==================== design 1
Fig. 1: design 1, metal 3
(3 px per µm)
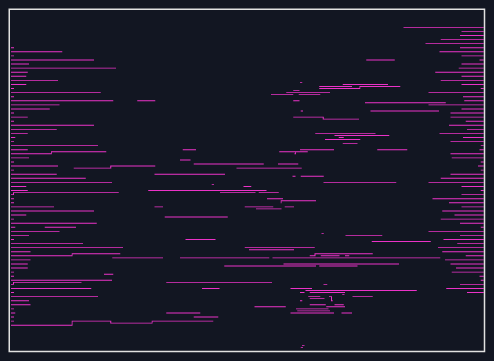
Fig. 2: design 1, clock routing
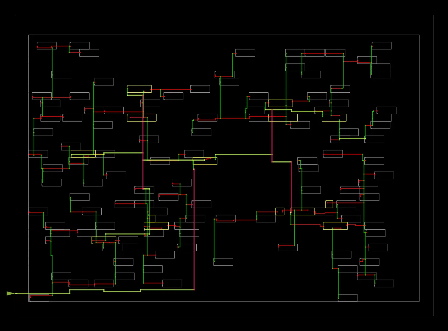
==> config.mk <==
export PLATFORM = sky130hd
export DESIGN_NAME = lsu
export DESIGN_NICKNAME = d
export VERILOG_FILES = /design/src/rtl/lsu_pkg.sv /design/src/rtl/lsu_align.sv /design/src/rtl/lsu.sv
export SDC_FILE = /design/constraint.sdc
export NUM_CORES = 1
export LEC_CHECK = 0
export ABC_AREA = 0
export ABC_CLOCK_PERIOD_IN_PS = 3400
export CAP_MARGIN = 0
export CORE_ASPECT_RATIO = 0.7
export CORE_MARGIN = 5
export CORE_UTILIZATION = 40
export CTS_BUF_LIST = sky130_fd_sc_hd__clkbuf_4 sky130_fd_sc_hd__clkbuf_8 sky130_fd_sc_hd__clkbuf_16
export DETAILED_ROUTE_END_ITERATION = 12
export MAX_ROUTING_LAYER = met4
export PLACE_DENSITY = 0.72
export SYNTH_ARGS = -nofsm -noshare
export SYNTH_HDL_FRONTEND = slang
export SYNTH_SLANG_ARGS = --single-unit
==> constraint.sdc <==
create_clock -name clk -period 3.4 [get_ports clk]
set_input_delay 0.68 -clock clk [delete_from_list [all_inputs] [get_ports clk]]
set_output_delay 0.68 -clock clk [all_outputs]
set_load 0.01 [all_outputs]
==> src/rtl/lsu_pkg.sv <==
// Shared constants and types for the load/store unit: funct3 codes, FSM states
// and the latched request record.
package lsu_pkg;

  localparam logic [2:0] F3_LB  = 3'b000;
  localparam logic [2:0] F3_LH  = 3'b001;
  localparam logic [2:0] F3_LW  = 3'b010;
  localparam logic [2:0] F3_LBU = 3'b100;
  localparam logic [2:0] F3_LHU = 3'b101;
  localparam logic [2:0] F3_SB  = 3'b000;
  localparam logic [2:0] F3_SH  = 3'b001;
  localparam logic [2:0] F3_SW  = 3'b010;

  typedef enum logic [1:0] {
    IDLE,
    BUS,
    RESP
  } lsu_state_t;

  typedef struct packed {
    logic        we;
    logic [2:0]  funct3;
    logic [31:0] addr;
    logic [31:0] wdata;
  } lsu_req_t;

endpackage

==> src/rtl/lsu_align.sv <==
// Combinational lane logic: store strobes and replicated write data, load
// byte/halfword selection with extension, and misaligned/illegal detection.
module lsu_align
  import lsu_pkg::*;
(
  input  logic        we_i,
  input  logic [2:0]  funct3_i,
  input  logic [1:0]  addr_lo_i,
  input  logic [31:0] wdata_i,
  input  logic [31:0] rdata_i,
  output logic [3:0]  wstrb_o,
  output logic [31:0] wdata_o,
  output logic [31:0] rdata_o,
  output logic        misaligned_o
);

  logic [31:0] byte_sh;
  logic [31:0] half_sh;
  logic        illegal;

  always_comb begin
    byte_sh = rdata_i >> {addr_lo_i, 3'b000};
    half_sh = rdata_i >> {addr_lo_i[1], 4'b0000};

    // Stores have no unsigned variants, so funct3[2] set on a store is illegal.
    illegal = (funct3_i == 3'b011) || (funct3_i[2:1] == 2'b11) || (we_i && funct3_i[2]);
    misaligned_o = illegal
                || ((funct3_i[1:0] == 2'b01) && addr_lo_i[0])
                || ((funct3_i[1:0] == 2'b10) && (addr_lo_i != 2'b00));

    wstrb_o = 4'b0000;
    wdata_o = '0;
    rdata_o = '0;

    if (we_i) begin
      case (funct3_i)
        F3_SB: begin
          wstrb_o = 4'b0001 << addr_lo_i;
          wdata_o = {4{wdata_i[7:0]}};
        end
        F3_SH: begin
          wstrb_o = 4'b0011 << addr_lo_i;
          wdata_o = {2{wdata_i[15:0]}};
        end
        F3_SW: begin
          wstrb_o = 4'b1111;
          wdata_o = wdata_i;
        end
        default: ;
      endcase
    end else begin
      case (funct3_i)
        F3_LB:   rdata_o = {{24{byte_sh[7]}}, byte_sh[7:0]};
        F3_LBU:  rdata_o = {24'h0, byte_sh[7:0]};
        F3_LH:   rdata_o = {{16{half_sh[15]}}, half_sh[15:0]};
        F3_LHU:  rdata_o = {16'h0, half_sh[15:0]};
        F3_LW:   rdata_o = rdata_i;
        default: ;
      endcase
    end
  end

endmodule

==> src/rtl/lsu.sv <==
// Load/store unit: accepts one memory op at a time, runs a single valid/ready
// bus transaction with timeout, and returns a one-cycle completion pulse.
module lsu
  import lsu_pkg::*;
#(
  parameter int unsigned TIMEOUT_CYCLES = 255
) (
  input  logic        clk,
  input  logic        reset,
  input  logic        req_valid,
  output logic        req_ready,
  input  logic        req_we,
  input  logic [2:0]  req_funct3,
  input  logic [31:0] req_addr,
  input  logic [31:0] req_wdata,
  output logic        mem_valid,
  input  logic        mem_ready,
  output logic        mem_we,
  output logic [31:0] mem_addr,
  output logic [3:0]  mem_wstrb,
  output logic [31:0] mem_wdata,
  input  logic [31:0] mem_rdata,
  output logic        resp_valid,
  output logic [31:0] resp_rdata,
  output logic        resp_misaligned,
  output logic        resp_timeout,
  output logic        busy
);

  localparam int unsigned CntW = (TIMEOUT_CYCLES > 0) ? $clog2(TIMEOUT_CYCLES + 1) : 1;
  localparam logic [CntW-1:0] CntMax = CntW'(TIMEOUT_CYCLES);

  lsu_state_t      state_q, state_d;
  lsu_req_t        req_q, req_d;
  logic [CntW-1:0] cnt_q, cnt_d;
  logic [31:0]     rdata_q, rdata_d;
  logic            mis_q, mis_d;
  logic            to_q, to_d;

  logic            al_we;
  logic [2:0]      al_funct3;
  logic [1:0]      al_addr_lo;
  logic [31:0]     al_wdata_in;
  logic [3:0]      al_wstrb;
  logic [31:0]     al_wdata;
  logic [31:0]     al_rdata;
  logic            al_mis;

  // In IDLE the checker looks at the incoming request so an illegal access can
  // respond the very next cycle; afterwards it works from the latched copy.
  always_comb begin
    if (state_q == IDLE) begin
      al_we       = req_we;
      al_funct3   = req_funct3;
      al_addr_lo  = req_addr[1:0];
      al_wdata_in = req_wdata;
    end else begin
      al_we       = req_q.we;
      al_funct3   = req_q.funct3;
      al_addr_lo  = req_q.addr[1:0];
      al_wdata_in = req_q.wdata;
    end
  end

  lsu_align u_align (
    .we_i         (al_we),
    .funct3_i     (al_funct3),
    .addr_lo_i    (al_addr_lo),
    .wdata_i      (al_wdata_in),
    .rdata_i      (mem_rdata),
    .wstrb_o      (al_wstrb),
    .wdata_o      (al_wdata),
    .rdata_o      (al_rdata),
    .misaligned_o (al_mis)
  );

  always_comb begin
    state_d = state_q;
    req_d   = req_q;
    cnt_d   = cnt_q;
    rdata_d = rdata_q;
    mis_d   = mis_q;
    to_d    = to_q;

    unique case (state_q)
      IDLE: begin
        if (req_valid) begin
          req_d.we     = req_we;
          req_d.funct3 = req_funct3;
          req_d.addr   = req_addr;
          req_d.wdata  = req_wdata;
          cnt_d        = '0;
          rdata_d      = '0;
          mis_d        = al_mis;
          to_d         = 1'b0;
          state_d      = al_mis ? RESP : BUS;
        end
      end
      BUS: begin
        if (mem_ready) begin
          rdata_d = req_q.we ? 32'h0 : al_rdata;
          state_d = RESP;
        end else if ((TIMEOUT_CYCLES != 0) && (cnt_q == CntMax)) begin
          rdata_d = '0;
          to_d    = 1'b1;
          state_d = RESP;
        end else if (TIMEOUT_CYCLES != 0) begin
          cnt_d = cnt_q + CntW'(1);
        end
      end
      RESP: state_d = IDLE;
      default: state_d = IDLE;
    endcase
  end

  always_ff @(posedge clk) begin
    if (reset) begin
      state_q <= IDLE;
      req_q   <= '0;
      cnt_q   <= '0;
      rdata_q <= '0;
      mis_q   <= 1'b0;
      to_q    <= 1'b0;
    end else begin
      state_q <= state_d;
      req_q   <= req_d;
      cnt_q   <= cnt_d;
      rdata_q <= rdata_d;
      mis_q   <= mis_d;
      to_q    <= to_d;
    end
  end

  // Bus and response outputs are forced to zero outside their owning state.
  always_comb begin
    req_ready       = (state_q == IDLE);
    busy            = (state_q != IDLE);
    mem_valid       = (state_q == BUS);
    mem_we          = 1'b0;
    mem_addr        = '0;
    mem_wstrb       = 4'b0000;
    mem_wdata       = '0;
    resp_valid      = (state_q == RESP);
    resp_rdata      = '0;
    resp_misaligned = 1'b0;
    resp_timeout    = 1'b0;
    if (state_q == BUS) begin
      mem_we    = req_q.we;
      mem_addr  = {req_q.addr[31:2], 2'b00};
      mem_wstrb = al_wstrb;
      mem_wdata = al_wdata;
    end
    if (state_q == RESP) begin
      resp_rdata      = rdata_q;
      resp_misaligned = mis_q;
      resp_timeout    = to_q;
    end
  end

endmodule

==> results.yml <==
# generated from flow reports
yosys:
  edf_count: 0
  xor_area_frac: 0.00857
  logic_family: "AND-OR/OR-AND gates"
  synthAdderAreaFrac: 0.00204
final_timing:
  hold_viol_final: 0
  setup_viol: 1
  timing.final.ws_setup_ns: -0.0460
global_routing:
  busiest_layer: "met2"
  use_met1: 0.325
clock_tree:
  ctsRootBufferMaster: "clkbuf_16"
  postCtsHoldBufs: 0
placement:
  pre_cts_ws_ns: -0.435
power:
  clockPowerShare: 0.229
  switching_share: 0.384
  internal_power_mw: 3.04
outcome:
  violations: "setup timing"
  status: "finished, violations left"
setup_path:
  start_kind: "input pin"
  worstSetupPathType: "input pin to output pin"
floorplanning:
  fp-utilization: 0.412
finish:
  final_util: 0.607
Notes on Fig. 1 above:
The layer holds 12% of the routed length. The layer carries 2530 µm of wire. The wires run mostly horizontal.
wirelength, routed: 21300 µm
GR Layer Usage met3: 0.0846
vias post-DR: 6537

Notes on Fig. 2 above:
clock skew: 0.00572 ns
worst skew pair latency: 0.35 ns
clock buffers: 11

[layout make-up]
class | count | area share
clock buffer | 11 | 0.0266
clock inverter | 3 | 0.00762
sequential | 112 | 0.248
inverter | 9 | 0.00402
antenna | 1 | 0.000277
multi-input combinational | 618 | 0.408
timing repair buffer | 262 | 0.278
tap | 195 | 0.0270
[critical path, stage by stage]
cell and delay [ns]:
clkdlybuf4s50_1 0.43, buf_4 0.18, nor4_4 0.30, a21oi_4 0.11
o22a_1 0.27, nor2_4 0.13, o21a_1 0.13, clkdlybuf4s50_1 0.53

==================== design 2
Fig. 3: design 2, metal 3
(3 px per µm)
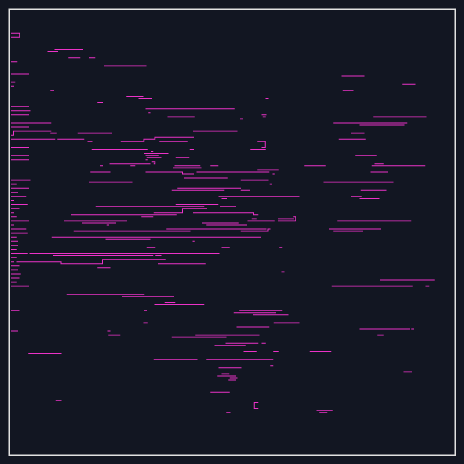
**src/rtl/grayscale_pipe.sv**
```systemverilog
// Grayscale conversion stage between an input and an output pixel FIFO.
// Per-pixel mode (passthrough / mean / BT.601 luma), two pipeline stages, backpressure-safe.
module grayscale_pipe #(
    parameter int CHANNELS    = 3,
    parameter int CH_WIDTH    = 8,
    // Derived from the two above; keep at its default.
    parameter int FIFO_DWIDTH = CHANNELS * CH_WIDTH,
    parameter int COUNT_WIDTH = 32
) (
    input  logic                   clock,
    input  logic                   reset,
    input  logic [1:0]             mode,
    output logic                   fifo_in_rd_en,
    input  logic [FIFO_DWIDTH-1:0] fifo_in_dout,
    input  logic                   fifo_in_empty,
    output logic                   fifo_out_wr_en,
    output logic [FIFO_DWIDTH-1:0] fifo_out_din,
    input  logic                   fifo_out_full,
    output logic [COUNT_WIDTH-1:0] pixel_count
);

    localparam int AVG_W = CH_WIDTH + $clog2(CHANNELS) + 1;
    localparam int WT_W  = CH_WIDTH + 9;
    localparam int SUM_W = (AVG_W > WT_W) ? AVG_W : WT_W;

    localparam logic [1:0] KIND_PASS = 2'd0;
    localparam logic [1:0] KIND_AVG  = 2'd1;
    localparam logic [1:0] KIND_WT   = 2'd2;

    // Handshake: the input side is first-word-fall-through, a word is taken when
    // rd_en=1 (only while !empty); the output side accepts a word when wr_en=1
    // (only while !full). Both transfers complete on the same rising edge.
    logic                   advance;

    logic                   s1_valid_q, s1_valid_d;
    logic [1:0]             s1_kind_q, s1_kind_d;
    logic [FIFO_DWIDTH-1:0] s1_raw_q, s1_raw_d;
    logic [SUM_W-1:0]       s1_sum_q, s1_sum_d;

    logic                   s2_valid_q, s2_valid_d;
    logic [FIFO_DWIDTH-1:0] dout_q, dout_d;
    logic [COUNT_WIDTH-1:0] count_q, count_d;

    logic [SUM_W-1:0]       avg_sum;
    logic [SUM_W-1:0]       wt_sum;
    logic [1:0]             in_kind;
    logic [CH_WIDTH-1:0]    gray;

    always_comb begin
        avg_sum = '0;
        for (int i = 0; i < CHANNELS; i++) begin
            avg_sum = avg_sum + SUM_W'(fifo_in_dout[(CHANNELS-1-i)*CH_WIDTH +: CH_WIDTH]);
        end
    end

    // Weighted luma only exists for three channels; otherwise it degrades to the mean.
    if (CHANNELS == 3) begin : g_wt
        logic [CH_WIDTH-1:0] c0, c1, c2;
        assign c0 = fifo_in_dout[3*CH_WIDTH-1 -: CH_WIDTH];
        assign c1 = fifo_in_dout[2*CH_WIDTH-1 -: CH_WIDTH];
        assign c2 = fifo_in_dout[CH_WIDTH-1   -: CH_WIDTH];
        assign wt_sum = SUM_W'(77)  * SUM_W'(c0)
                      + SUM_W'(150) * SUM_W'(c1)
                      + SUM_W'(29)  * SUM_W'(c2)
                      + SUM_W'(128);
    end else begin : g_no_wt
        assign wt_sum = avg_sum;
    end

    always_comb begin
        if (mode == 2'd0) begin
            in_kind = KIND_PASS;
        end else if (mode == 2'd2 && CHANNELS == 3) begin
            in_kind = KIND_WT;
        end else begin
            in_kind = KIND_AVG;
        end
    end

    always_comb begin
        if (s1_kind_q == KIND_WT) begin
            gray = CH_WIDTH'(s1_sum_q >> 8);
        end else begin
            gray = CH_WIDTH'(s1_sum_q / SUM_W'(CHANNELS));
        end
    end

    // Handshake outputs; the write is suppressed in the reset cycle so in-flight data is discarded.
    always_comb begin
        advance        = !(s2_valid_q && fifo_out_full);
        fifo_in_rd_en  = !reset && !fifo_in_empty && advance;
        fifo_out_wr_en = !reset && s2_valid_q && !fifo_out_full;
        fifo_out_din   = dout_q;
        pixel_count    = count_q;
    end

    always_comb begin
        s1_valid_d = s1_valid_q;
        s1_kind_d  = s1_kind_q;
        s1_raw_d   = s1_raw_q;
        s1_sum_d   = s1_sum_q;
        s2_valid_d = s2_valid_q;
        dout_d     = dout_q;
        if (advance) begin
            s1_valid_d = fifo_in_rd_en;
            if (fifo_in_rd_en) begin
                s1_kind_d = in_kind;
                s1_raw_d  = fifo_in_dout;
                s1_sum_d  = (in_kind == KIND_WT) ? wt_sum : avg_sum;
            end
            s2_valid_d = s1_valid_q;
            if (s1_valid_q) begin
                dout_d = (s1_kind_q == KIND_PASS) ? s1_raw_q : {CHANNELS{gray}};
            end
        end
        count_d = fifo_out_wr_en ? count_q + COUNT_WIDTH'(1) : count_q;
    end

    always_ff @(posedge clock) begin
        if (reset) begin
            s1_valid_q <= 1'b0;
            s1_kind_q  <= KIND_PASS;
            s1_raw_q   <= '0;
            s1_sum_q   <= '0;
            s2_valid_q <= 1'b0;
            dout_q     <= '0;
            count_q    <= '0;
        end else begin
            s1_valid_q <= s1_valid_d;
            s1_kind_q  <= s1_kind_d;
            s1_raw_q   <= s1_raw_d;
            s1_sum_q   <= s1_sum_d;
            s2_valid_q <= s2_valid_d;
            dout_q     <= dout_d;
            count_q    <= count_d;
        end
    end

endmodule

```
**config.mk**
```make
export PLATFORM = sky130hd
export DESIGN_NAME = grayscale_pipe
export DESIGN_NICKNAME = d
export VERILOG_FILES = /design/src/rtl/grayscale_pipe.sv
export SDC_FILE = /design/constraint.sdc
export NUM_CORES = 1
export LEC_CHECK = 0
export ABC_AREA = 1
export ABC_CLOCK_PERIOD_IN_PS = 21300
export CORE_MARGIN = 1.5
export CORE_UTILIZATION = 58
export DETAILED_ROUTE_END_ITERATION = 8
export GPL_TIMING_DRIVEN = 0
export MAX_ROUTING_LAYER = met4
export PLACE_DENSITY = 0.79
export SLEW_MARGIN = 25
export SYNTH_ARGS = -nofsm -noshare
export SYNTH_HDL_FRONTEND = slang
export SYNTH_SLANG_ARGS = --single-unit
```
**constraint.sdc**
```tcl
create_clock -name clock -period 21.3 [get_ports clock]
set_clock_uncertainty 0.1 [all_clocks]
set_input_delay 5.325 -clock clock [delete_from_list [all_inputs] [get_ports clock]]
set_output_delay 5.325 -clock clock [all_outputs]
set_load 0.005 [all_outputs]
```
==> results.yml <==
# generated from flow reports
floorplanning:
  fp.coreArea_mm2: 0.0204
  die_x_um: 148
yosys:
  synthTopCellsByCount: "nand2_1, inv_1, nor2_1, nand3_1, ha_1"
  yosysChipArea_mm2: 0.0122
  synth.distinct_cells: 57
  yosys_cells: 1829
clock_tree:
  postCtsHoldBufs: 0
  clkTransAtPathRegs_ns: 0.08
setup_path:
  worstSetupStartpoint: "reset"
  r2r_end: "fifo_out_din[0]$_SDFFE_PP0P_"
  path_cells: "clkdlybuf4s50_1 -> clkbuf_8 -> nor2_1 -> nand2_1 -> inv_1 -> clkbuf_1 -> clkdlybuf4s50_1"
finish:
  seq_share: 0.147
  final_nets: 2135
  drive_above_1_share: 0.101
outcome:
  status: "complete, no violations"
global_routing:
  grt_pass1_wl_um: 50400
final_timing:
  hold_viol_final: 0
  slew_headroom: 0.504
flow_run:
  warnings: 31
hold_path:
  holdPathStages: 2
routing:
  avgRoutedWirePerCell_um: 13.9
## Picture notes: Fig. 3
The longest straight run is 69.5 µm. The layer holds 5.6% of the routed length.

==> cell usage in the layout (no fill, tap or decap), drive strengths merged, types with 24 or more instances in the layout <==
cell / n
nand2: 453
inv: 370
nor2: 177
nand3: 162
ha: 113
a21oi: 106
dfxtp: 101
o21ai: 95
clkdlybuf4s50: 87
fa: 65
nand4: 41
clkbuf: 27
nor3: 24
==> registers in the layout, summed over array words and instances, names as in the netlist <==
signal and flops:
fifo_out_din 24, pixel_count 32, s1_kind_q 2, s1_raw_q 24, s1_sum_q 17, s1_valid_q 1, s2_valid_q 1


## Gallery

Sequential cells colored by netlist name.
(2 px per µm)
(a)
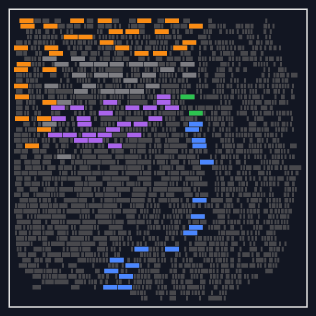
(b)
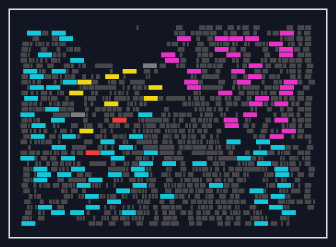
design 1: (b)
design 2: (a)
Of these, largest die: (a)
Of these, most cells: (a)

Power figures rest on the tool's default switching activity, not on a simulated workload.
